=== uart_tx_param ===
==> uart_tx_param/placement.png <==
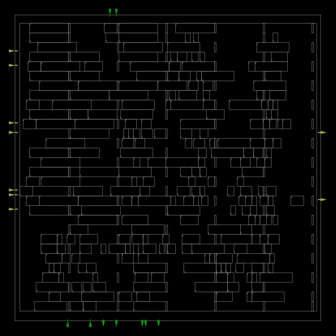

--- src/rtl/uart_pkg.sv ---
// Shared definitions for the UART transmit path.
// Contents:
//   PAR_NONE / PAR_ODD / PAR_EVEN  parity mode encodings for the PARITY parameter
//   DEFAULT_CLKS_PER_BIT           10 MHz clock at 115200 baud
//   tx_state_t                     transmitter FSM states
package uart_pkg;

  localparam int unsigned PAR_NONE = 0;
  localparam int unsigned PAR_ODD  = 1;
  localparam int unsigned PAR_EVEN = 2;

  localparam int unsigned DEFAULT_CLKS_PER_BIT = 87;

  typedef enum logic [2:0] {
    StIdle,
    StStart,
    StData,
    StParity,
    StStop
  } tx_state_t;

endpackage

--- src/rtl/uart_tx_fifo.sv ---
// Synchronous FIFO buffering words ahead of the serialiser.
// Ports:
//   clk, reset_n  clock and asynchronous active-low reset
//   push, wdata   write strobe and data; ignored while full
//   pop, rdata    read strobe and head-of-queue data (rdata valid while !empty)
//   full          registered full flag
//   empty         no words held
//   count         words held, 0..DEPTH
module uart_tx_fifo #(
  parameter int unsigned WIDTH = 8,
  parameter int unsigned DEPTH = 4
) (
  input  logic                     clk,
  input  logic                     reset_n,
  input  logic                     push,
  input  logic [WIDTH-1:0]         wdata,
  input  logic                     pop,
  output logic [WIDTH-1:0]         rdata,
  output logic                     full,
  output logic                     empty,
  output logic [$clog2(DEPTH):0]   count
);

  localparam int unsigned AddrW = $clog2(DEPTH);
  localparam int unsigned CntW  = AddrW + 1;

  logic [WIDTH-1:0] mem_q [DEPTH];
  logic [AddrW-1:0] wr_ptr_q, rd_ptr_q;
  logic [CntW-1:0]  count_q, count_d;
  logic             full_q;
  logic             do_push, do_pop;

  // A full FIFO refuses writes even when a pop lands in the same cycle.
  assign do_push = push && !full_q;
  assign do_pop  = pop && (count_q != '0);

  always_comb begin
    count_d = count_q;
    unique case ({do_push, do_pop})
      2'b10:   count_d = count_q + 1'b1;
      2'b01:   count_d = count_q - 1'b1;
      default: count_d = count_q;
    endcase
  end

  always_ff @(posedge clk or negedge reset_n) begin
    if (!reset_n) begin
      wr_ptr_q <= '0;
      rd_ptr_q <= '0;
      count_q  <= '0;
      full_q   <= 1'b0;
    end else begin
      // Depth is a power of two, so the pointers wrap on their own.
      if (do_push) wr_ptr_q <= wr_ptr_q + 1'b1;
      if (do_pop)  rd_ptr_q <= rd_ptr_q + 1'b1;
      count_q <= count_d;
      full_q  <= (count_d == CntW'(DEPTH));
    end
  end

  always_ff @(posedge clk) begin
    if (do_push) mem_q[wr_ptr_q] <= wdata;
  end

  assign rdata = mem_q[rd_ptr_q];
  assign full  = full_q;
  assign empty = (count_q == '0);
  assign count = count_q;

endmodule

--- src/rtl/uart_tx_param.sv ---
// Parametrised UART transmitter with an input FIFO. Frames are LSB-first with
// optional parity and 1 or 2 stop bits; queued words go out back-to-back.
// Ports:
//   clk, reset_n      clock and asynchronous active-low reset
//   uart_tx_en        write strobe, accepted when uart_tx_ready is high
//   uart_tx_data      word to send
//   uart_tx_ready     FIFO not full (registered)
//   uart_txd          serial line, idles high
//   uart_tx_busy      a frame is on the line
//   uart_tx_count     words waiting in the FIFO (frame in flight excluded)
//   uart_tx_overflow  one-cycle pulse after a dropped write
module uart_tx_param import uart_pkg::*; #(
  parameter int unsigned CLKS_PER_BIT = DEFAULT_CLKS_PER_BIT,
  parameter int unsigned DATA_BITS    = 8,
  parameter int unsigned PARITY       = PAR_NONE,
  parameter int unsigned STOP_BITS    = 1,
  parameter int unsigned FIFO_DEPTH   = 4
) (
  input  logic                          clk,
  input  logic                          reset_n,
  input  logic                          uart_tx_en,
  input  logic [DATA_BITS-1:0]          uart_tx_data,
  output logic                          uart_tx_ready,
  output logic                          uart_txd,
  output logic                          uart_tx_busy,
  output logic [$clog2(FIFO_DEPTH):0]   uart_tx_count,
  output logic                          uart_tx_overflow
);

  localparam int unsigned BaudW = $clog2(CLKS_PER_BIT);
  localparam int unsigned BitW  = $clog2(DATA_BITS);

  tx_state_t              state_q, state_d;
  logic [BaudW-1:0]       baud_q, baud_d;
  logic [BitW-1:0]        bit_q, bit_d;
  logic [DATA_BITS-1:0]   shreg_q, shreg_d;
  logic                   par_q, par_d;
  logic                   txd_q, txd_d;
  logic                   ovf_q;

  logic                   fifo_full, fifo_empty, fifo_pop;
  logic [DATA_BITS-1:0]   fifo_rdata;
  logic                   bit_tick, par_load;

  uart_tx_fifo #(
    .WIDTH (DATA_BITS),
    .DEPTH (FIFO_DEPTH)
  ) u_fifo (
    .clk     (clk),
    .reset_n (reset_n),
    .push    (uart_tx_en && !fifo_full),
    .wdata   (uart_tx_data),
    .pop     (fifo_pop),
    .rdata   (fifo_rdata),
    .full    (fifo_full),
    .empty   (fifo_empty),
    .count   (uart_tx_count)
  );

  assign bit_tick = (baud_q == BaudW'(CLKS_PER_BIT - 1));
  // Even parity is the XOR of the data bits; odd parity inverts it.
  assign par_load = (^fifo_rdata) ^ (PARITY == PAR_ODD);

  always_comb begin
    state_d  = state_q;
    baud_d   = (state_q == StIdle) ? '0 : baud_q + 1'b1;
    bit_d    = bit_q;
    shreg_d  = shreg_q;
    par_d    = par_q;
    fifo_pop = 1'b0;

    case (state_q)
      StIdle: begin
        if (!fifo_empty) begin
          fifo_pop = 1'b1;
          shreg_d  = fifo_rdata;
          par_d    = par_load;
          bit_d    = '0;
          baud_d   = '0;
          state_d  = StStart;
        end
      end
      StStart: begin
        if (bit_tick) begin
          baud_d  = '0;
          state_d = StData;
        end
      end
      StData: begin
        if (bit_tick) begin
          baud_d  = '0;
          shreg_d = shreg_q >> 1;
          if (bit_q == BitW'(DATA_BITS - 1)) begin
            bit_d   = '0;
            state_d = (PARITY != PAR_NONE) ? StParity : StStop;
          end else begin
            bit_d = bit_q + 1'b1;
          end
        end
      end
      StParity: begin
        if (bit_tick) begin
          baud_d  = '0;
          bit_d   = '0;
          state_d = StStop;
        end
      end
      StStop: begin
        // bit_q counts stop bits here.
        if (bit_tick) begin
          baud_d = '0;
          if (bit_q == BitW'(STOP_BITS - 1)) begin
            bit_d = '0;
            if (!fifo_empty) begin
              fifo_pop = 1'b1;
              shreg_d  = fifo_rdata;
              par_d    = par_load;
              state_d  = StStart;
            end else begin
              state_d = StIdle;
            end
          end else begin
            bit_d = bit_q + 1'b1;
          end
        end
      end
      default: state_d = StIdle;
    endcase

    // Line value follows the next state so txd and busy change on the same edge.
    case (state_d)
      StStart:  txd_d = 1'b0;
      StData:   txd_d = shreg_d[0];
      StParity: txd_d = par_d;
      default:  txd_d = 1'b1;
    endcase
  end

  always_ff @(posedge clk or negedge reset_n) begin
    if (!reset_n) begin
      state_q <= StIdle;
      baud_q  <= '0;
      bit_q   <= '0;
      shreg_q <= '0;
      par_q   <= 1'b0;
      txd_q   <= 1'b1;
      ovf_q   <= 1'b0;
    end else begin
      state_q <= state_d;
      baud_q  <= baud_d;
      bit_q   <= bit_d;
      shreg_q <= shreg_d;
      par_q   <= par_d;
      txd_q   <= txd_d;
      ovf_q   <= uart_tx_en && fifo_full;
    end
  end

  assign uart_txd         = txd_q;
  assign uart_tx_busy     = (state_q != StIdle);
  assign uart_tx_ready    = !fifo_full;
  assign uart_tx_overflow = ovf_q;

endmodule

--- config.mk ---
export PLATFORM = sky130hd
export DESIGN_NAME = uart_tx_param
export DESIGN_NICKNAME = d
export VERILOG_FILES = /design/src/rtl/uart_pkg.sv /design/src/rtl/uart_tx_fifo.sv /design/src/rtl/uart_tx_param.sv
export SDC_FILE = /design/constraint.sdc
export NUM_CORES = 1
export LEC_CHECK = 0
export CELL_PAD_IN_SITES_DETAIL_PLACEMENT = 0
export CELL_PAD_IN_SITES_GLOBAL_PLACEMENT = 2
export CORE_MARGIN = 1
export CORE_UTILIZATION = 41
export CTS_CLUSTER_DIAMETER = 200
export DETAILED_ROUTE_END_ITERATION = 16
export PLACE_DENSITY_LB_ADDON = 0.1
export SYNTH_ARGS = -nofsm -noshare
export SYNTH_HDL_FRONTEND = slang
export SYNTH_SLANG_ARGS = --single-unit
--- constraint.sdc ---
create_clock -name clk -period 3.5 [get_ports clk]
set_input_delay 0.875 -clock clk [delete_from_list [all_inputs] [get_ports clk]]
set_output_delay 0.875 -clock clk [all_outputs]
set_load 0.005 [all_outputs]
=== spi_loader_flat ===
## src/rtl/spi_loader_pkg.sv

```systemverilog
// Shared types and constants for the SPI-to-Wishbone loader.
package spi_loader_pkg;

    localparam int ADDR_BITS = 24;
    localparam int DATA_BITS = 16;
    localparam int CNT_BITS  = 5;

    // Counter values that mark the last bit of each serial field.
    localparam logic [CNT_BITS-1:0] ADDR_LAST = 5'd23;
    localparam logic [CNT_BITS-1:0] DATA_LAST = 5'd15;

    typedef enum logic [2:0] {
        IDLE  = 3'd0,
        ADDR  = 3'd1,
        WE    = 3'd2,
        DATA  = 3'd3,
        BUS   = 3'd4,
        DONE  = 3'd5,
        RDOUT = 3'd6
    } state_e;

endpackage

```

## src/rtl/spi_loader_if.sv

```systemverilog
// Wishbone master bus bundle driven by the SPI loader.
interface spi_loader_if;
    import spi_loader_pkg::*;

    logic                 o_wb_cyc;
    logic                 o_wb_stb;
    logic                 o_wb_we;
    logic [ADDR_BITS-1:0] o_wb_adr;
    logic [DATA_BITS-1:0] o_wb_dat;
    logic [DATA_BITS-1:0] i_wb_dat;
    logic                 i_wb_ack;
    logic                 i_wb_err;

    modport master (
        output o_wb_cyc, o_wb_stb, o_wb_we, o_wb_adr, o_wb_dat,
        input  i_wb_dat, i_wb_ack, i_wb_err
    );

    modport slave (
        input  o_wb_cyc, o_wb_stb, o_wb_we, o_wb_adr, o_wb_dat,
        output i_wb_dat, i_wb_ack, i_wb_err
    );

endinterface

```

## src/rtl/spi_sync_edge.sv

```systemverilog
// Multi-flop synchroniser with a registered falling-edge pulse.
// STAGES must be at least 2. All flops reset high so that releasing
// reset while the line idles high never produces a false edge.
module spi_sync_edge #(
    parameter int STAGES = 2
) (
    input  logic clk,
    input  logic rst,
    input  logic din,
    output logic fall
);

    logic [STAGES-1:0] sync_r;
    logic              prev_r;
    logic              fall_r;

    // Synchronise the input and flag a high-to-low transition of the settled level.
    always_ff @(posedge clk) begin
        if (rst) begin
            sync_r <= {STAGES{1'b1}};
            prev_r <= 1'b1;
            fall_r <= 1'b0;
        end else begin
            sync_r <= {sync_r[STAGES-2:0], din};
            prev_r <= sync_r[STAGES-1];
            fall_r <= prev_r & ~sync_r[STAGES-1];
        end
    end

    assign fall = fall_r;

endmodule

```

## src/rtl/spi_loader.sv

```systemverilog
// SPI-style serial loader that issues one Wishbone access per frame.
// Frame (LSB first): start 0, 24 address bits, WE bit, 16 data bits if WE=1.
// miso reads 1 while busy, 0 when the access has finished, then carries
// read data for reads.
module spi_loader
    import spi_loader_pkg::*;
#(
    parameter int SYNC_STAGES = 2
) (
    input  logic           i_clk,
    input  logic           i_rst,
    input  logic           i_spi_clk,
    input  logic           i_spi_mosi,
    output logic           o_spi_miso,
    output logic           o_err,
    spi_loader_if.master   wb
);

    logic                   spi_fall_s;
    logic                   mosi_s;
    logic [SYNC_STAGES-1:0] mosi_sync_r;

    state_e                 state_r;
    logic [CNT_BITS-1:0]    cnt_r;
    logic [ADDR_BITS-1:0]   adr_r;
    logic [DATA_BITS-1:0]   dat_r;
    logic [DATA_BITS-1:0]   rd_r;
    logic                   we_r;
    logic                   cyc_r;
    logic                   stb_r;
    logic                   miso_r;
    logic                   err_r;

    spi_sync_edge #(
        .STAGES (SYNC_STAGES)
    ) u_spi_clk_edge (
        .clk  (i_clk),
        .rst  (i_rst),
        .din  (i_spi_clk),
        .fall (spi_fall_s)
    );

    // Plain synchroniser for serial data; reset high to match the idle line.
    always_ff @(posedge i_clk) begin
        if (i_rst) begin
            mosi_sync_r <= {SYNC_STAGES{1'b1}};
        end else begin
            mosi_sync_r <= {mosi_sync_r[SYNC_STAGES-2:0], i_spi_mosi};
        end
    end

    assign mosi_s = mosi_sync_r[SYNC_STAGES-1];

    // Frame decoder, Wishbone master and read-back shifter in one state machine.
    always_ff @(posedge i_clk) begin
        if (i_rst) begin
            state_r <= IDLE;
            cnt_r   <= 5'd0;
            adr_r   <= 24'd0;
            dat_r   <= 16'd0;
            rd_r    <= 16'd0;
            we_r    <= 1'b0;
            cyc_r   <= 1'b0;
            stb_r   <= 1'b0;
            miso_r  <= 1'b1;
            err_r   <= 1'b0;
        end else begin
            case (state_r)
                IDLE: begin
                    // Only a sampled 0 is a start bit; idle-high bits are ignored.
                    if (spi_fall_s && !mosi_s) begin
                        state_r <= ADDR;
                        cnt_r   <= 5'd0;
                    end
                end
                ADDR: begin
                    if (spi_fall_s) begin
                        adr_r <= {mosi_s, adr_r[ADDR_BITS-1:1]};
                        if (cnt_r == ADDR_LAST) begin
                            state_r <= WE;
                            cnt_r   <= 5'd0;
                        end else begin
                            cnt_r <= cnt_r + 5'd1;
                        end
                    end
                end
                WE: begin
                    if (spi_fall_s) begin
                        we_r    <= mosi_s;
                        cnt_r   <= 5'd0;
                        state_r <= mosi_s ? DATA : BUS;
                    end
                end
                DATA: begin
                    if (spi_fall_s) begin
                        dat_r <= {mosi_s, dat_r[DATA_BITS-1:1]};
                        if (cnt_r == DATA_LAST) begin
                            state_r <= BUS;
                            cnt_r   <= 5'd0;
                        end else begin
                            cnt_r <= cnt_r + 5'd1;
                        end
                    end
                end
                BUS: begin
                    // Serial edges are ignored here; the bus handshake is purely registered.
                    if (!cyc_r) begin
                        cyc_r <= 1'b1;
                        stb_r <= 1'b1;
                    end else if (wb.i_wb_ack || wb.i_wb_err) begin
                        cyc_r   <= 1'b0;
                        stb_r   <= 1'b0;
                        miso_r  <= 1'b0;
                        state_r <= DONE;
                        cnt_r   <= 5'd0;
                        if (!we_r) begin
                            rd_r <= wb.i_wb_dat;
                        end
                        if (wb.i_wb_err) begin
                            err_r <= 1'b1;
                        end
                    end
                end
                DONE: begin
                    if (spi_fall_s) begin
                        cnt_r <= 5'd0;
                        if (we_r) begin
                            state_r <= IDLE;
                            miso_r  <= 1'b1;
                        end else begin
                            state_r <= RDOUT;
                            miso_r  <= rd_r[0];
                            rd_r    <= {1'b0, rd_r[DATA_BITS-1:1]};
                        end
                    end
                end
                RDOUT: begin
                    if (spi_fall_s) begin
                        if (cnt_r == DATA_LAST) begin
                            state_r <= IDLE;
                            miso_r  <= 1'b1;
                            cnt_r   <= 5'd0;
                        end else begin
                            miso_r <= rd_r[0];
                            rd_r   <= {1'b0, rd_r[DATA_BITS-1:1]};
                            cnt_r  <= cnt_r + 5'd1;
                        end
                    end
                end
                default: begin
                    state_r <= IDLE;
                    cnt_r   <= 5'd0;
                    cyc_r   <= 1'b0;
                    stb_r   <= 1'b0;
                    miso_r  <= 1'b1;
                end
            endcase
        end
    end

    assign wb.o_wb_cyc = cyc_r;
    assign wb.o_wb_stb = stb_r;
    assign wb.o_wb_we  = we_r;
    assign wb.o_wb_adr = adr_r;
    assign wb.o_wb_dat = dat_r;
    assign o_spi_miso  = miso_r;
    assign o_err       = err_r;

endmodule

```

## src/flat_wrapper.sv

```systemverilog
// flat-port wrapper written by rule: the top's interface ports become plain ports
module spi_loader_flat import spi_loader_pkg::*;
#(
    parameter int SYNC_STAGES = 2
)
  (i_clk, i_rst, i_spi_clk, i_spi_mosi, o_spi_miso, o_err, wb_o_wb_cyc, wb_o_wb_stb, wb_o_wb_we, wb_o_wb_adr, wb_o_wb_dat, wb_i_wb_dat, wb_i_wb_ack, wb_i_wb_err);
  spi_loader_if wb_i ();
  input  logic i_clk;
  input  logic i_rst;
  input  logic i_spi_clk;
  input  logic i_spi_mosi;
  output logic o_spi_miso;
  output logic o_err;
  output wire logic [$bits(wb_i.o_wb_cyc)-1:0] wb_o_wb_cyc;
  output wire logic [$bits(wb_i.o_wb_stb)-1:0] wb_o_wb_stb;
  output wire logic [$bits(wb_i.o_wb_we)-1:0] wb_o_wb_we;
  output wire logic [$bits(wb_i.o_wb_adr)-1:0] wb_o_wb_adr;
  output wire logic [$bits(wb_i.o_wb_dat)-1:0] wb_o_wb_dat;
  input wire logic [$bits(wb_i.i_wb_dat)-1:0] wb_i_wb_dat;
  input wire logic [$bits(wb_i.i_wb_ack)-1:0] wb_i_wb_ack;
  input wire logic [$bits(wb_i.i_wb_err)-1:0] wb_i_wb_err;
  assign wb_o_wb_cyc = wb_i.o_wb_cyc;
  assign wb_o_wb_stb = wb_i.o_wb_stb;
  assign wb_o_wb_we = wb_i.o_wb_we;
  assign wb_o_wb_adr = wb_i.o_wb_adr;
  assign wb_o_wb_dat = wb_i.o_wb_dat;
  assign wb_i.i_wb_dat = wb_i_wb_dat;
  assign wb_i.i_wb_ack = wb_i_wb_ack;
  assign wb_i.i_wb_err = wb_i_wb_err;
  spi_loader #(.SYNC_STAGES(SYNC_STAGES)) u_core (.i_clk(i_clk), .i_rst(i_rst), .i_spi_clk(i_spi_clk), .i_spi_mosi(i_spi_mosi), .o_spi_miso(o_spi_miso), .o_err(o_err), .wb(wb_i));
endmodule
```

## config.mk

```make
export PLATFORM = sky130hd
export DESIGN_NAME = spi_loader_flat
export DESIGN_NICKNAME = d
export VERILOG_FILES = /design/src/rtl/spi_loader_pkg.sv /design/src/rtl/spi_loader_if.sv /design/src/rtl/spi_sync_edge.sv /design/src/rtl/spi_loader.sv /design/src/flat_wrapper.sv
export SDC_FILE = /design/constraint.sdc
export NUM_CORES = 1
export LEC_CHECK = 0
export CAP_MARGIN = 20
export CORE_AREA = 2 2 93 95
export CTS_CLUSTER_SIZE = 14
export DETAILED_ROUTE_END_ITERATION = 16
export DIE_AREA = 0 0 95 97
export PLACE_DENSITY = 0.73
export RECOVER_POWER = 25
export SLEW_MARGIN = 0
export SYNTH_ARGS = -nofsm -noshare
export SYNTH_HDL_FRONTEND = slang
export SYNTH_SLANG_ARGS = --single-unit
```

## constraint.sdc

```tcl
create_clock -name i_clk -period 2.66 [get_ports i_clk]
set_input_delay 0.532 -clock i_clk [delete_from_list [all_inputs] [get_ports i_clk]]
set_output_delay 0.532 -clock i_clk [all_outputs]
set_load 0.01 [all_outputs]
```

=== full_adder_4bit_flat ===
<file path="src/rtl/full_adder_pkg.sv">
// Shared width constant and result bundle for the registered ripple adder.
// Optional signed-overflow output is enabled by FULL_ADDER_4BIT_OVF_EN.
package full_adder_pkg;
    localparam int ADD_W = 4;

    typedef struct packed {
        logic             c_out;
        logic [ADD_W-1:0] sum;
    } add_res_t;
endpackage

</file>
<file path="src/rtl/full_adder_4bit_if.sv">
// Operand/result bundle between an arithmetic unit and the registered adder.
// Carries ovf only when FULL_ADDER_4BIT_OVF_EN is defined.
interface full_adder_4bit_if
    import full_adder_pkg::*;
#(
    parameter int WIDTH = ADD_W
);
    logic             in_valid;
    logic [WIDTH-1:0] a;
    logic [WIDTH-1:0] b;
    logic             c_in;
    logic             out_valid;
    logic [WIDTH-1:0] sum;
    logic             c_out;
`ifdef FULL_ADDER_4BIT_OVF_EN
    logic             ovf;

    modport master (
        output in_valid, a, b, c_in,
        input  out_valid, sum, c_out, ovf
    );

    modport slave (
        input  in_valid, a, b, c_in,
        output out_valid, sum, c_out, ovf
    );
`else
    modport master (
        output in_valid, a, b, c_in,
        input  out_valid, sum, c_out
    );

    modport slave (
        input  in_valid, a, b, c_in,
        output out_valid, sum, c_out
    );
`endif
endinterface

</file>
<file path="src/rtl/full_adder_1bit.sv">
// Single-bit full adder cell, chained to form the ripple-carry datapath.
// Purely combinational; no configuration macros.
module full_adder_1bit (
    input  logic a,
    input  logic b,
    input  logic cin,
    output logic s,
    output logic cout
);
    logic p;

    assign p    = a ^ b;
    assign s    = p ^ cin;
    assign cout = (a & b) | (cin & p);
endmodule

</file>
<file path="src/rtl/full_adder_4bit.sv">
// Registered ripple-carry adder with one-cycle latency and valid flag.
// Define FULL_ADDER_4BIT_OVF_EN to add the registered signed-overflow output.
module full_adder_4bit
    import full_adder_pkg::*;
#(
    parameter int WIDTH = ADD_W
) (
    input logic              clk,
    input logic              rst_n,
    full_adder_4bit_if.slave bus
);
    logic [WIDTH:0]   carry;
    logic [WIDTH-1:0] s;

    logic             valid_q;
    logic [WIDTH-1:0] sum_q;
    logic             c_out_q;

    assign carry[0] = bus.c_in;

    for (genvar i = 0; i < WIDTH; i++) begin : g_bit
        full_adder_1bit u_fa (
            .a    (bus.a[i]),
            .b    (bus.b[i]),
            .cin  (carry[i]),
            .s    (s[i]),
            .cout (carry[i+1])
        );
    end

    // Result only loads on a valid strobe, so X operands while idle are ignored.
    always_ff @(posedge clk or negedge rst_n) begin
        if (!rst_n) begin
            valid_q <= 1'b0;
            sum_q   <= '0;
            c_out_q <= 1'b0;
        end else begin
            valid_q <= bus.in_valid;
            if (bus.in_valid) begin
                sum_q   <= s;
                c_out_q <= carry[WIDTH];
            end
        end
    end

    assign bus.out_valid = valid_q;
    assign bus.sum       = sum_q;
    assign bus.c_out     = c_out_q;

`ifdef FULL_ADDER_4BIT_OVF_EN
    logic ovf_q;

    // Two's-complement overflow: carry into the MSB differs from carry out.
    always_ff @(posedge clk or negedge rst_n) begin
        if (!rst_n) begin
            ovf_q <= 1'b0;
        end else if (bus.in_valid) begin
            ovf_q <= carry[WIDTH] ^ carry[WIDTH-1];
        end
    end

    assign bus.ovf = ovf_q;
`endif
endmodule

</file>
<file path="src/flat_wrapper.sv">
// flat-port wrapper written by rule: the top's interface ports become plain ports
module full_adder_4bit_flat import full_adder_pkg::*;
#(
    parameter int WIDTH = ADD_W
)
  (clk, rst_n, bus_in_valid, bus_a, bus_b, bus_c_in, bus_out_valid, bus_sum, bus_c_out);
  full_adder_4bit_if #(.WIDTH(WIDTH)) bus_i ();
  input logic clk;
  input logic rst_n;
  input wire logic [$bits(bus_i.in_valid)-1:0] bus_in_valid;
  input wire logic [$bits(bus_i.a)-1:0] bus_a;
  input wire logic [$bits(bus_i.b)-1:0] bus_b;
  input wire logic [$bits(bus_i.c_in)-1:0] bus_c_in;
  output wire logic [$bits(bus_i.out_valid)-1:0] bus_out_valid;
  output wire logic [$bits(bus_i.sum)-1:0] bus_sum;
  output wire logic [$bits(bus_i.c_out)-1:0] bus_c_out;
  assign bus_i.in_valid = bus_in_valid;
  assign bus_i.a = bus_a;
  assign bus_i.b = bus_b;
  assign bus_i.c_in = bus_c_in;
  assign bus_out_valid = bus_i.out_valid;
  assign bus_sum = bus_i.sum;
  assign bus_c_out = bus_i.c_out;
  full_adder_4bit #(.WIDTH(WIDTH)) u_core (.clk(clk), .rst_n(rst_n), .bus(bus_i));
endmodule
</file>
<file path="config.mk">
export PLATFORM = sky130hd
export DESIGN_NAME = full_adder_4bit_flat
export DESIGN_NICKNAME = d
export VERILOG_FILES = /design/src/rtl/full_adder_pkg.sv /design/src/rtl/full_adder_4bit_if.sv /design/src/rtl/full_adder_1bit.sv /design/src/rtl/full_adder_4bit.sv /design/src/flat_wrapper.sv
export SDC_FILE = /design/constraint.sdc
export NUM_CORES = 1
export LEC_CHECK = 0
export CORE_AREA = 2 2 39 41
export CTS_CLUSTER_DIAMETER = 150
export DETAILED_ROUTE_END_ITERATION = 12
export DIE_AREA = 0 0 41 43
export SLEW_MARGIN = 20
export SYNTH_ARGS = -nofsm -noshare
export SYNTH_HDL_FRONTEND = slang
export SYNTH_SLANG_ARGS = --single-unit
</file>
<file path="constraint.sdc">
create_clock -name clk -period 1 [get_ports clk]
set_input_delay 0.3 -clock clk [delete_from_list [all_inputs] [get_ports clk]]
set_output_delay 0.3 -clock clk [all_outputs]
set_load 0.03 [all_outputs]
</file>
=== bram_serial_slave ===
**src/rtl/bram_serial_pkg.sv**
```systemverilog
// Shared types and frame constants for the serial BRAM slave.
// Optional even-parity framing is enabled by defining SLAVE_PARITY_EN.
package bram_serial_pkg;

   typedef enum logic [2:0] {
      IDLE,
      CMD,
      ADDR,
      LEN,
      WDATA,
      RFETCH,
      RSTART,
      RDATA
   } state_t;

   localparam int DEF_DEPTH  = 4096;
   localparam int DEF_DATA_W = 16;
   localparam int DEF_LEN_W  = 8;

   localparam int START_BITS = 1;
   localparam int CMD_BITS   = 1;

   localparam logic CMD_WRITE = 1'b1;
   localparam logic CMD_READ  = 1'b0;

`ifdef SLAVE_PARITY_EN
   localparam int PAR_BITS = 1;
`else
   localparam int PAR_BITS = 0;
`endif

endpackage

```
**src/rtl/ser_shift_reg.sv**
```systemverilog
// MSB-first shift register with parallel load, serial in/out
// and a bit counter that restarts on load or clear.
module ser_shift_reg #(
   parameter int W  = 16,
   parameter int CW = $clog2(W + 1)
) (
   input  logic          clk,
   input  logic          rstN,
   input  logic          load,
   input  logic [W-1:0]  din,
   input  logic          shift,
   input  logic          clr,
   input  logic          sin,
   output logic [W-1:0]  nxt,
   output logic          sout,
   output logic [CW-1:0] cnt
);

   logic [W-1:0] q;

   assign nxt  = {q[W-2:0], sin};
   assign sout = q[W-1];

   always_ff @(posedge clk) begin
      if (!rstN) begin
         q   <= '0;
         cnt <= '0;
      end else begin
         if (load)
            q <= din;
         else if (shift)
            q <= nxt;
         if (load || clr)
            cnt <= '0;
         else if (shift)
            cnt <= cnt + 1'b1;
      end
   end

endmodule

```
**src/rtl/bram_serial_slave.sv**
```systemverilog
// Serial request slave driving a single-port BRAM.
// SLAVE_PARITY_EN adds an even-parity bit to every data word.
module bram_serial_slave
   import bram_serial_pkg::*;
#(
   parameter int MEMORY_DEPTH = DEF_DEPTH,
   parameter int DATA_WIDTH   = DEF_DATA_W,
   parameter int LEN_WIDTH    = DEF_LEN_W,
   localparam int ADDR_W      = $clog2(MEMORY_DEPTH)
) (
   input  logic                  clk,
   input  logic                  rstN,
   input  logic                  rx,
   output logic                  tx,
   output logic                  busy,
   output logic                  done,
   output logic                  err,
   output logic [ADDR_W-1:0]     mem_address,
   output logic [DATA_WIDTH-1:0] mem_data,
   output logic                  mem_wr,
   input  logic [DATA_WIDTH-1:0] mem_q
);

   localparam int WB   = DATA_WIDTH + PAR_BITS;
   localparam int FB   = START_BITS + WB;
   localparam int RX_A = (ADDR_W > LEN_WIDTH) ? ADDR_W : LEN_WIDTH;
   localparam int RX_W = (WB > RX_A) ? WB : RX_A;
   localparam int RCW  = $clog2(RX_W + 1);
   localparam int TCW  = $clog2(FB + 1);

   state_t state, state_n;

   logic                  rx_shift, rx_clr;
   logic [RX_W-1:0]       rx_nxt;
   logic                  rx_sout;
   logic [RCW-1:0]        rx_cnt;
   logic                  tx_load, tx_shift;
   logic [FB-1:0]         tx_frame;
   logic [FB-1:0]         tx_nxt;
   logic                  tx_sout;
   logic [TCW-1:0]        tx_cnt;
   logic                  tx_act;

   logic                  start_acc, addr_end, len_end;
   logic                  word_end, tx_word_end;
   logic                  cmd_r;
   logic [ADDR_W-1:0]     base, cur;
   logic [LEN_WIDTH-1:0]  rem;
   logic [LEN_WIDTH-1:0]  len_val;
   logic [WB-1:0]         word_val;
   logic [DATA_WIDTH-1:0] wdata;
   logic                  par_ok;

   function automatic logic [ADDR_W-1:0] inc(
      input logic [ADDR_W-1:0] a
   );
      return (a == ADDR_W'(MEMORY_DEPTH - 1)) ? '0 : a + 1'b1;
   endfunction

   ser_shift_reg #(.W(RX_W)) u_rx (
      .clk   (clk),
      .rstN  (rstN),
      .load  (1'b0),
      .din   ('0),
      .shift (rx_shift),
      .clr   (rx_clr),
      .sin   (rx),
      .nxt   (rx_nxt),
      .sout  (rx_sout),
      .cnt   (rx_cnt)
   );

   ser_shift_reg #(.W(FB)) u_tx (
      .clk   (clk),
      .rstN  (rstN),
      .load  (tx_load),
      .din   (tx_frame),
      .shift (tx_shift),
      .clr   (1'b0),
      .sin   (1'b0),
      .nxt   (tx_nxt),
      .sout  (tx_sout),
      .cnt   (tx_cnt)
   );

   assign len_val  = rx_nxt[LEN_WIDTH-1:0];
   assign word_val = rx_nxt[WB-1:0];
   assign tx       = tx_act & tx_sout;

`ifdef SLAVE_PARITY_EN
   logic err_r;

   assign wdata    = word_val[WB-1:1];
   assign par_ok   = ~^word_val;
   assign tx_frame = {1'b1, mem_q, ^mem_q};
   assign err      = err_r;

   always_ff @(posedge clk) begin
      if (!rstN)
         err_r <= 1'b0;
      else if (start_acc)
         err_r <= 1'b0;
      else if (word_end && !par_ok)
         err_r <= 1'b1;
   end
`else
   assign wdata    = word_val;
   assign par_ok   = 1'b1;
   assign tx_frame = {1'b1, mem_q};
   assign err      = 1'b0;
`endif

   always_ff @(posedge clk) begin
      if (!rstN)
         state <= IDLE;
      else
         state <= state_n;
   end

   always_comb begin
      state_n     = state;
      rx_shift    = 1'b0;
      rx_clr      = 1'b0;
      tx_load     = 1'b0;
      tx_shift    = 1'b0;
      start_acc   = 1'b0;
      addr_end    = 1'b0;
      len_end     = 1'b0;
      word_end    = 1'b0;
      tx_word_end = 1'b0;
      unique case (state)
         IDLE: begin
            rx_clr = 1'b1;
            if (rx) begin
               start_acc = 1'b1;
               state_n   = CMD;
            end
         end
         CMD: begin
            rx_clr  = 1'b1;
            state_n = ADDR;
         end
         ADDR: begin
            rx_shift = 1'b1;
            if (rx_cnt == RCW'(ADDR_W - 1)) begin
               rx_clr   = 1'b1;
               addr_end = 1'b1;
               state_n  = LEN;
            end
         end
         LEN: begin
            rx_shift = 1'b1;
            if (rx_cnt == RCW'(LEN_WIDTH - 1)) begin
               rx_clr  = 1'b1;
               len_end = 1'b1;
               if (len_val == '0)
                  state_n = IDLE;
               else if (cmd_r == CMD_WRITE)
                  state_n = WDATA;
               else
                  state_n = RFETCH;
            end
         end
         WDATA: begin
            rx_shift = 1'b1;
            if (rx_cnt == RCW'(WB - 1)) begin
               rx_clr   = 1'b1;
               word_end = 1'b1;
               if (rem == LEN_WIDTH'(1))
                  state_n = IDLE;
            end
         end
         RFETCH: state_n = RSTART;
         RSTART: begin
            tx_load = 1'b1;
            state_n = RDATA;
         end
         RDATA: begin
            tx_shift = 1'b1;
            if (tx_cnt == TCW'(FB - 1)) begin
               tx_word_end = 1'b1;
               if (rem == LEN_WIDTH'(1))
                  state_n = IDLE;
               else
                  tx_load = 1'b1;
            end
         end
         default: state_n = IDLE;
      endcase
   end

   // cur always points at the next word to write or prefetch
   always_ff @(posedge clk) begin
      if (!rstN) begin
         busy        <= 1'b0;
         done        <= 1'b0;
         mem_wr      <= 1'b0;
         mem_address <= '0;
         mem_data    <= '0;
         cmd_r       <= 1'b0;
         base        <= '0;
         cur         <= '0;
         rem         <= '0;
         tx_act      <= 1'b0;
      end else begin
         done   <= 1'b0;
         mem_wr <= 1'b0;
         if (start_acc)
            busy <= 1'b1;
         if (state == CMD)
            cmd_r <= rx;
         if (addr_end)
            base <= rx_nxt[ADDR_W-1:0];
         if (len_end) begin
            rem <= len_val;
            if (len_val == '0) begin
               done <= 1'b1;
               busy <= 1'b0;
            end else if (cmd_r == CMD_WRITE) begin
               cur <= base;
            end else begin
               mem_address <= base;
               cur         <= inc(base);
            end
         end
         if (word_end) begin
            mem_wr      <= par_ok;
            mem_address <= cur;
            mem_data    <= wdata;
            cur         <= inc(cur);
            rem         <= rem - 1'b1;
            if (rem == LEN_WIDTH'(1)) begin
               done <= 1'b1;
               busy <= 1'b0;
            end
         end
         if (tx_load) begin
            tx_act      <= 1'b1;
            mem_address <= cur;
            cur         <= inc(cur);
         end
         if (tx_word_end) begin
            rem <= rem - 1'b1;
            if (rem == LEN_WIDTH'(1)) begin
               done   <= 1'b1;
               busy   <= 1'b0;
               tx_act <= 1'b0;
            end
         end
      end
   end

endmodule
```
**config.mk**
```make
export PLATFORM = sky130hd
export DESIGN_NAME = bram_serial_slave
export DESIGN_NICKNAME = d
export VERILOG_FILES = /design/src/rtl/bram_serial_pkg.sv /design/src/rtl/ser_shift_reg.sv /design/src/rtl/bram_serial_slave.sv
export SDC_FILE = /design/constraint.sdc
export NUM_CORES = 1
export LEC_CHECK = 0
export CORE_ASPECT_RATIO = 1.1
export CORE_MARGIN = 2
export CORE_UTILIZATION = 57
export CTS_CLUSTER_SIZE = 8
export DETAILED_ROUTE_END_ITERATION = 8
export HOLD_SLACK_MARGIN = 0.05
export PLACE_DENSITY_LB_ADDON = 0.25
export REMOVE_ABC_BUFFERS = 1
export SLEW_MARGIN = 20
export SYNTH_ARGS = -nofsm -noshare
export SYNTH_HDL_FRONTEND = slang
export SYNTH_HIERARCHICAL = 1
export SYNTH_SLANG_ARGS = --single-unit
```
**constraint.sdc**
```tcl
create_clock -name clk -period 3.2 [get_ports clk]
set_input_delay 0.64 -clock clk [delete_from_list [all_inputs] [get_ports clk]]
set_output_delay 0.64 -clock clk [all_outputs]
set_load 0.05 [all_outputs]
```
==> spi_loader_flat/flops_by_reg.png <==
Scale bar: 20 µm. Other sequential cells in the stronger gray, the rest of the logic in the fainter gray.
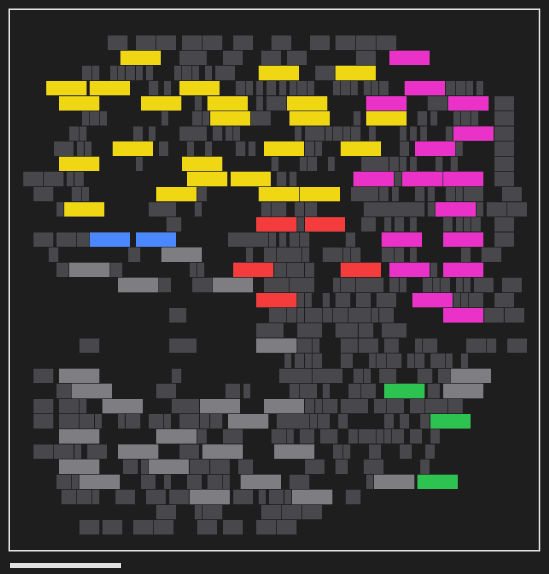
yellow -> u_core.wb.o_wb_adr  # placed flops 24
red -> u_core.cnt_r  # placed flops 5, where center
magenta -> u_core.wb.o_wb_dat  # placed flops 16
green -> u_core.state_r  # placed flops 3
blue -> u_core.mosi_sync_r  # placed flops 2
Final Util: 0.510
sequential power: 1.25 mW
Seq area share: 0.362
Flop area: 1500 µm²

==> run summary, spi_loader_flat <==
fresh numbers from the pnr run: crit-path max cell delay 0.89 ns, critical path's top delay family simple AND/OR/NAND/NOR gates, critical path required time 2.91 ns, die area 9220 µm², Seq/Total Area, Yosys 0.466, status completed, met3 wire length 311 µm, met3 Track Usage GR 0.0327, vias per inst 5.04, Inst Count DP 537, Buf/Inv on CP 1, Cell Type Count 52, post-place instance area 3960 µm², share of cells above drive strength 1 0.0804, Multi-Input Combinational 274, clk latency of the worst-skew pair 0.35 ns, critical path fanouts, max 32, clkbuf count 10, row cnt 33, Inserted Clock Buffers 9, Commonest flop dfxtp_1, clk_skew 0.0116 ns, finished layout cell area 4150 µm², largest net degree at the start of global routing 40, EDFF count, synth 0, most numerous logic cell after layout nand2_1, Synth flops 75, final worst-path cycle share 0.895, fin. max-slew vios 0, Area Overhead vs Synth 28.7%, Slew HR 0.304, wire per inst 12.8 µm, crit path cell chain dlygate4sd3_1 -> o21ba_2 -> a221oi_2 -> nor3_4 -> nor2_1 -> a211oi_1, critical path endpoint u_core.rd_r[10], Peak VDD IR 0.246 mV, syn_area_per_cell 8.37 µm², slowest CP cell nor3_4, worst hold stages 1, CTS Buffer Depth 2, power per cell area 642 nW/µm², clk sinks 75, uppermost layer routed met4, input/output buffers 66, Critical Path Start wb_i_wb_err, Sum Neg Setup Slack 0 ns, Setup-failing EPs final 0, DP Worst Slack -0.0277 ns, yosys stat cell total 385, final net count 469, Max-area cell share 0.466, Reg-to-Reg Start u_core.cnt_r[0], final cell count without fillers 553
spi_loader_flat: where the power goes:
part	switching, mW	internal (mW)	total (mW)
combinational	0.258	0.221	0.479
sequential	0.0747	1.18	1.25
clock	0.462	0.469	0.931
total	0.794	1.87	2.66
spi_loader_flat: state kept, by name (all words and copies together), names as in the netlist:
name / cells
u_core.mosi_sync_r: 2
u_core.wb.o_wb_cyc: 1
u_core.wb.o_wb_dat: 16
u_core.state_r: 3
u_core.cnt_r: 5
u_core.u_spi_clk_edge.prev_r: 1
u_core.wb.o_wb_we: 1
u_core.u_spi_clk_edge.sync_r: 2
u_core.wb.o_wb_adr: 24
u_core.o_spi_miso: 1
u_core.u_spi_clk_edge.fall: 1
u_core.rd_r: 16
u_core.wb.o_wb_stb: 1
u_core.o_err: 1
spi_loader_flat: logic make-up (layout without fill, tap and decap cells):
kind of cell    Yosys count  after routing  synth area share
simple gates            152            152             0.219
compound gates          102            102             0.198
flops                    75             75             0.466
buf+inv                  36             99            0.0517
mux                      16             16            0.0497
fa+ha+maj                 4              4            0.0155
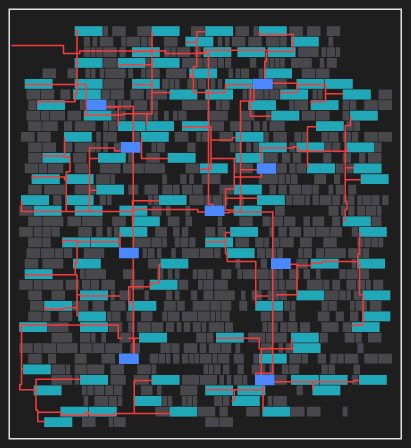
(bram_serial_slave/clk_routes.png)
red -> clock wires  # length 1280 µm
blue -> clock drivers  # count 9
cyan -> flip-flops  # count 110
flops lie = widely spread
part of the power in the clock network: 0.276
clk latency of the worst-skew pair: 0.39 ns

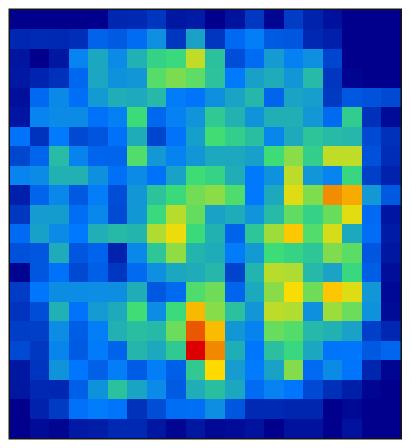
(bram_serial_slave/metal_density.png)
The die is cut into 20 by 22 equal tiles; dark blue is low, red is high, scaled to the fullest tile. Values are wire area over tile area, all layers added.
tiles over half the peak = 13%
nearly empty tiles = 8.6%
mean over tiles = 0.20
fullest tile = 0.69
WL final: 13600 µm
routed vias: 4971

==> run summary, bram_serial_slave <==
fresh numbers from the pnr run: status completed, number of DRC markers in iteration 0 330, Chip Width 100 µm, Worst Hold Path EP mem_data[14], Sum Neg Setup Slack 0 ns, critical path endpoint mem_address[9], row cnt 38, cts repair resizes 0, GRT Residual Overflow 0, input/output buffers 50, largest net degree at the start of global routing 35, crit-path max cell delay 0.67 ns, CORE AREA 9940 µm², critical path fanouts, max 24, crit path cell chain or4_4 -> or4b_1 -> a221o_1 -> buf_4 -> nor3_1 -> nor3_1, wire per inst 16.5 µm, Reg-to-Reg Start rem[2], Peak VDD IR 0.333 mV, Yosys Warn Count 6, Max Clock Freq 0.356 GHz, drt first pass iters 5, clk_skew 0.0169 ns, Setup Buffers After CTS 0, hold_ws 0.459 ns, Tot Pwr 2.90 mW, WS Path Type flop to flop, OpenROAD warnings 29, Worst path depth 6, num ports 52, Post-Syn Area 5840 µm², H-tree depth 3, max reg flops 17, final cell count without fillers 827, Min-Delay Startpoint mem_data[14], Top Registers u_tx/q (17), mem_data (16), u_rx/q (15), diode count 0, RSZ-0062 raised after global routing false, Setup-failing EPs final 0, max cap viols 0, CP Launch Type flop, min cycle time layout 2.81 ns, Final Hold Vio Count 0, Tot GR Track Use 0.251, vias per inst 6.01, fin worst setup slack 0.390 ns, vias in the first global route 4774, critical path's top delay family simple AND/OR/NAND/NOR gates, DP HPWL 9680 µm, R2R setup slack 0.39 ns, fillers 827, Inserted Clock Buffers 9, share of cells above drive strength 1 0.115, fin. max-slew vios 0, floorplan core density 0.588, LEAKAGE 2.69 nW, post-route ant nets 0
-- bram_serial_slave: report_power, final --
group          switching [mW]  internal [mW]  total, mW
logic                   0.329          0.299      0.628
clock network           0.490          0.310      0.801
registers              0.0595           1.42       1.48
-- bram_serial_slave: cells in the final DEF (no fill, tap or decap), drive strengths merged, types with 6 or more instances in the layout --
cell,n
nand2b,33
mux2,37
buf,16
ha,10
dfxtp,110
o21ai,18
clkdlybuf4s50,50
o22ai,11
xnor2,9
clkbuf,10
inv,12
nand2,62
nand4,12
nor4,7
o211a,34
nor2,38
a21oi,36
nor3,29
conb,33
nand3,21
a31oi,6
mux2i,18
-- bram_serial_slave: layer usage --
metal | GRT usage | part of all wire | up-vias
met5 | 0 | 0 | -
met4 | 0.118 | 0.028 | 0
met3 | 0.0347 | 0.045 | 38
met2 | 0.439 | 0.49 | 140
met1 | 0.307 | 0.43 | 2369
li1 | - | - | 2424
-- bram_serial_slave: layout make-up --
class	count	area share
tap	120	0.0225
timing repair buffer	66	0.0948
clock inverter	6	0.00675
clock buffer	10	0.0206
sequential	110	0.330
inverter	11	0.00618
multi-input combinational	504	0.519
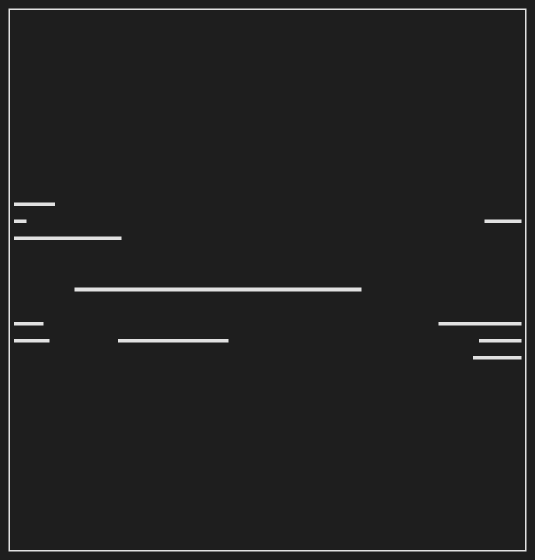
(full_adder_4bit_flat/layer_met3.png)
nets with wire on the layer = 10
main direction = horizontal
longest straight run = 22.5 µm
wire length on this layer = 63.3 µm
WL final: 602 µm
routed vias: 264
met3 Track Usage GR: 0.0942

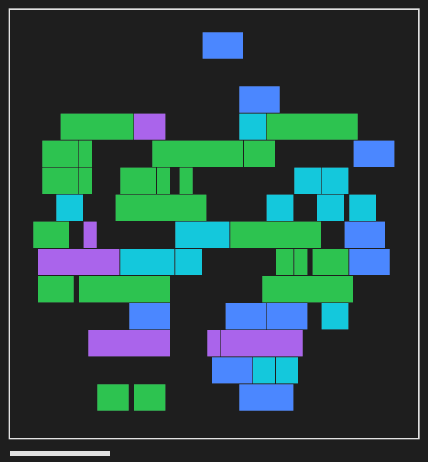
(full_adder_4bit_flat/sizes.png)
Scale bar: 10 µm.
blue -> _6 and larger  # cells 10
green -> _0 and _1 cells  # cells 22
purple -> _2 cells  # cells 6
cyan -> _3 and _4 cells  # cells 13
non-clock buffer count: 23
Area Overhead vs Synth: 85.6%
finished layout cell area: 611 µm²
fin worst setup slack: -0.742 ns

==> run summary, full_adder_4bit_flat <==
fresh numbers from the pnr run: status finished, violations left, failing checks setup timing, CORE AREA 1380 µm², Tot GR Track Use 0.101, Flop pwr share 0.339, post-route ant nets 0, logic area 149 µm², fillers 135, power per cell area 1500 nW/µm², met1 track utilization from global routing 0.113, xor+xnor area frac 0, fin worst setup slack -0.742 ns, # DRC 0, cell-internal power 0.638 mW, Post-Syn Area 329 µm², floorplan core density 0.238, global-route wire length before repair 1100 µm, crit-path max cell delay 0.41 ns, Tapcells 16, Seq area share 0.246, min cycle time layout 1.74 ns, Peak VDD IR 0.741 mV, clk_skew 0 ns, Cell area leaders dfrtp_1, fa_1, inv_1, Setup-failing EPs final 10, CP Launch Type input port, Cells after Synth 26, most numerous logic cell after layout buf_6, Comb/total area 0.244, Simple-Gate Fraction of Synth Area 0.0228, DP Worst Slack -1.46 ns, AO/OA Area Share 0.0304, WS Path Type input port to flop, Hold Crit Class input port to asynchronous set/reset pin, drt first pass iters 3, Commonest flop dfrtp_1, Crit path top cell by count fa_2, Adder Share, Synth 0.243, critical path's top delay family adder cells, final worst-path cycle share 1.74, mux share 0.122, input/output buffers 17, Max-area cell share 0.456, Buf/Inv on CP 4, GPL Wtd Cong 0.628, Max Clock Freq 0.574 GHz, fin. max-slew vios 0, most frequent cells in the layout buf_6, buf_4, dfrtp_1, clkdlybuf4s50_1, syn nets 42, H-tree depth 1, part of the power in the clock network 0.238, RSZ-0062 raised after global routing true, met3 wire length 63 µm, critical path fanouts, max 1, Seq/Total Area, Yosys 0.456, clkbuf count 3
[full_adder_4bit_flat: flip-flops by register name, summed over array words and instances (netlist names)]
register and count:
u_core.bus.sum 4, u_core.bus.c_out 1, u_core.bus.out_valid 1
[full_adder_4bit_flat: final timing paths]
| check | startpoint | endpoint | slack, ns | cells after the start |
|---|---|---|---|---|
| max | bus_b[0] | u_core.bus.sum[3] | -0.74 | 9 |
| min | rst_n | u_core.bus.sum[0] | 0.30 | 1 |
| max reg2reg | u_core.bus.sum[1] | u_core.bus.sum[1] | 0 | 3 |
| min reg2reg | u_core.bus.sum[2] | u_core.bus.sum[2] | 0.53 | 1 |
| max in group asynchronous | rst_n | u_core.bus.sum[2] | 0.49 | 1 |
| min in group clk | bus_a[0] | u_core.bus.sum[0] | 0.47 | 4 |
[full_adder_4bit_flat: metrics by stage]
stage | std cells | total power, mW
floorplan | 26 | 0.477
finish | 67 | 0.918
global route | 67 | 0.991
detailed placement | 59 | 0.615
global placement | 59 | 0.609
CTS | 65 | 0.910
[full_adder_4bit_flat: timing repair]
item	CTS	global route
resized	26	4
gates cloned	0	0
buffers inserted	3	2
pin swaps	5	5
hold buffers	0	0
setup endpoints to repair	11	10
endpoints found under the hold margin	0	0
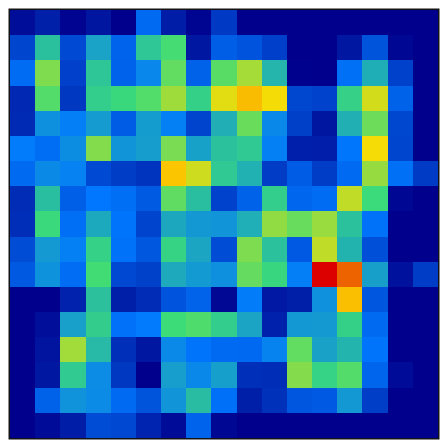
(uart_tx_param/metal_density.png)
The die is cut into 17 by 17 equal tiles; dark blue is low, red is high, scaled to the fullest tile. Values are wire area over tile area, all layers added.
tiles over half the peak = 13%
nearly empty tiles = 19%
emptiest ninth of the die = north-east
mean over tiles = 0.11
densest ninth of the die = center
fullest tile = 0.43

About uart_tx_param/placement.png:
Tapcells: 96
Seq Cell Count: 64
Final Util: 0.501
CORE AREA: 6870 µm²

==> run summary, uart_tx_param <==
fresh numbers from the pnr run: status completed, fillers 585, largest net degree at the start of global routing 31, Sum Neg Setup Slack 0 ns, min cycle time layout 2.85 ns, Top Registers u_fifo.mem_q (32), shreg_q (8), baud_q (7), cell-internal power 1.85 mW, Seq/Total Area, Yosys 0.600, Yosys Warn Count 0, Final Hold Vio Count 0, share of cells above drive strength 1 0.133, Post-Syn Area 2940 µm², Sw Ratio 0.321, max reg flops 32, mux share 0.0681, routed vias 1770, clk_skew 0.00724 ns, WL final 5180 µm, crit path cell chain inv_1 -> ha_1 -> nor2b_1 -> nand3_1 -> a21oi_1 -> ha_1 -> inv_1 -> fa_1 -> xor2_1 -> nor2_1 -> xor2_1 -> nor3b_1, Slew @ Worst Pin 0.610 ns, num ports 18, WS Path Type flop to flop, input/output buffers 17, EDFF count, synth 32, final net count 272, RSZ-0062 raised after global routing false, slowest CP cell dfrtp_1, number of DRC markers in iteration 0 79, syn nets 247, Tot Pwr 2.73 mW, most flop-heavy register u_fifo.mem_q, hold_buf cts 0, # DRC 0, DP Worst Slack 0.479 ns, met2 routed WL 2640 µm, H-tree depth 3, drt first pass iters 4, Cell Type Count 42, wire per inst 14.8 µm, critical path endpoint u_fifo.full, fraction of registers with async set or reset after synthesis 0.500
uart_tx_param: area by class of cell:
| type | instances | area share |
|---|---|---|
| timing repair buffer | 21 | 0.0582 |
| sequential | 64 | 0.512 |
| tap | 96 | 0.0349 |
| multi-input combinational | 135 | 0.308 |
| inverter | 19 | 0.0207 |
| clock buffer | 9 | 0.0360 |
| clock inverter | 7 | 0.0298 |
uart_tx_param: Yosys cell counts (3+ instances only):
| cell type | n | share of area |
|---|---|---|
| dfrtp_1 | 31 | 0.26 |
| ha_1 | 10 | 0.043 |
| a22oi_1 | 6 | 0.015 |
| and2_1 | 5 | 0.011 |
| nor2b_1 | 3 | 0.0064 |
| edfxtp_1 | 32 | 0.33 |
| inv_1 | 19 | 0.024 |
| mux4_2 | 8 | 0.061 |
| nand3_1 | 9 | 0.015 |
| nand2_1 | 8 | 0.010 |
| nor2_1 | 17 | 0.022 |
| xor2_1 | 5 | 0.015 |
| xnor2_1 | 13 | 0.039 |
| a31oi_1 | 3 | 0.0064 |
| o21ai_0 | 12 | 0.020 |
| a21oi_1 | 8 | 0.014 |
| nand2b_1 | 3 | 0.0064 |

==> layout pictures side by side <==
Cell placement.
panel A
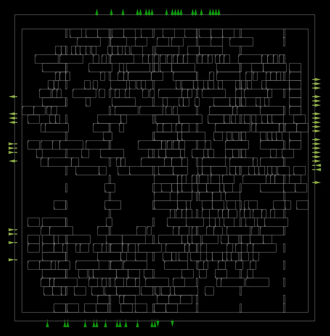
panel B
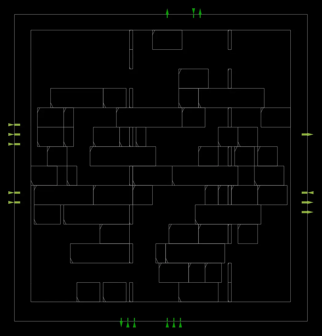
panel C
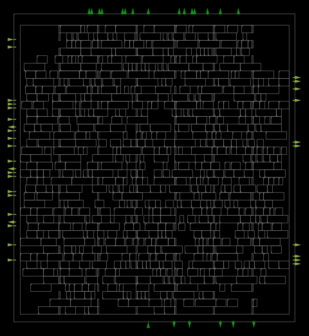
panel B: full_adder_4bit_flat
panel C: bram_serial_slave
panel A: spi_loader_flat



==> gallery <==
Cells by drive strength.
Scale bar: 20 µm.
shot_01.png
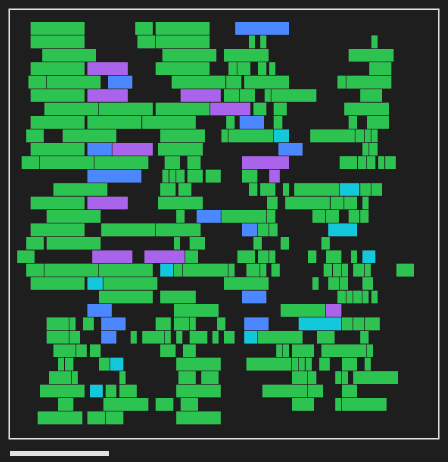
shot_02.png
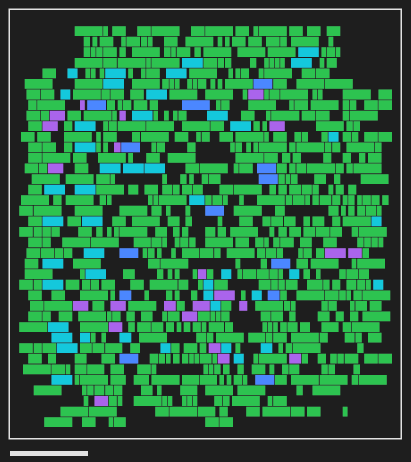
shot_03.png
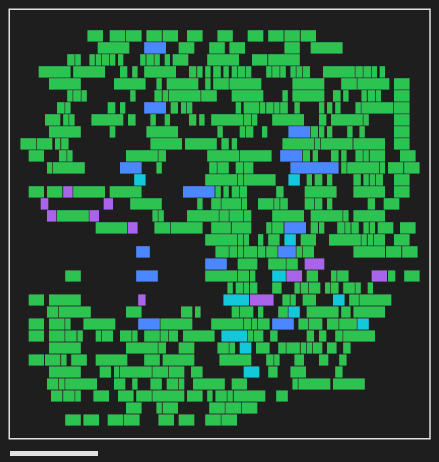
For uart_tx_param, see shot_01.png.
For spi_loader_flat, see shot_03.png.
For bram_serial_slave, see shot_02.png.
The one with the largest die is shot_02.png.

Key to shot_02.png:
blue -> _6 and larger  # cells 13
purple -> _2 cells  # cells 23
cyan -> _3 and _4 cells  # cells 45
green -> _0 and _1 cells  # cells 626


==> notes/layouts.md <==
Pictures saved along the way, in no particular order.

Clock wires, drivers and flops.
Plate I
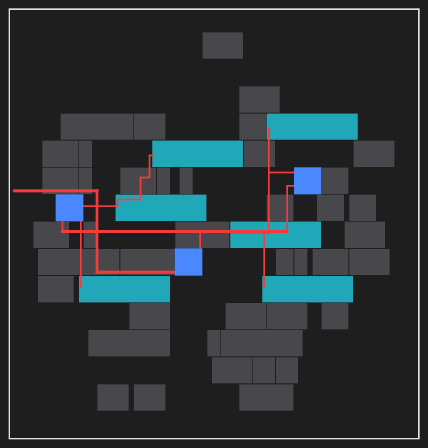
Plate II
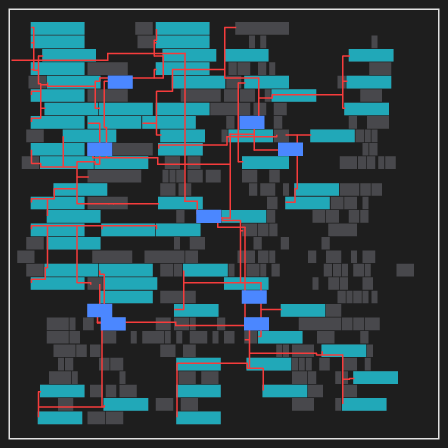
Plate III
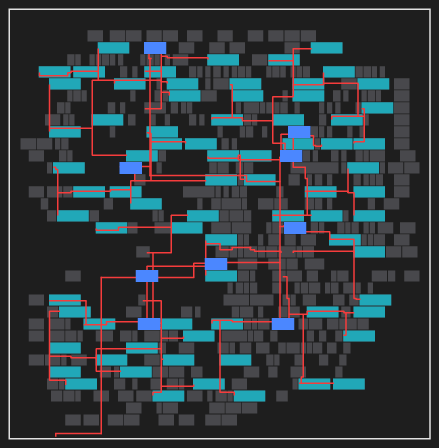
| picture | from |
|---|---|
| Plate II | uart_tx_param |
| Plate III | spi_loader_flat |
| Plate I | full_adder_4bit_flat |
The one with the fewest sequential cells is Plate I.

No activity file was given, so power comes from the tool's default toggle rates.
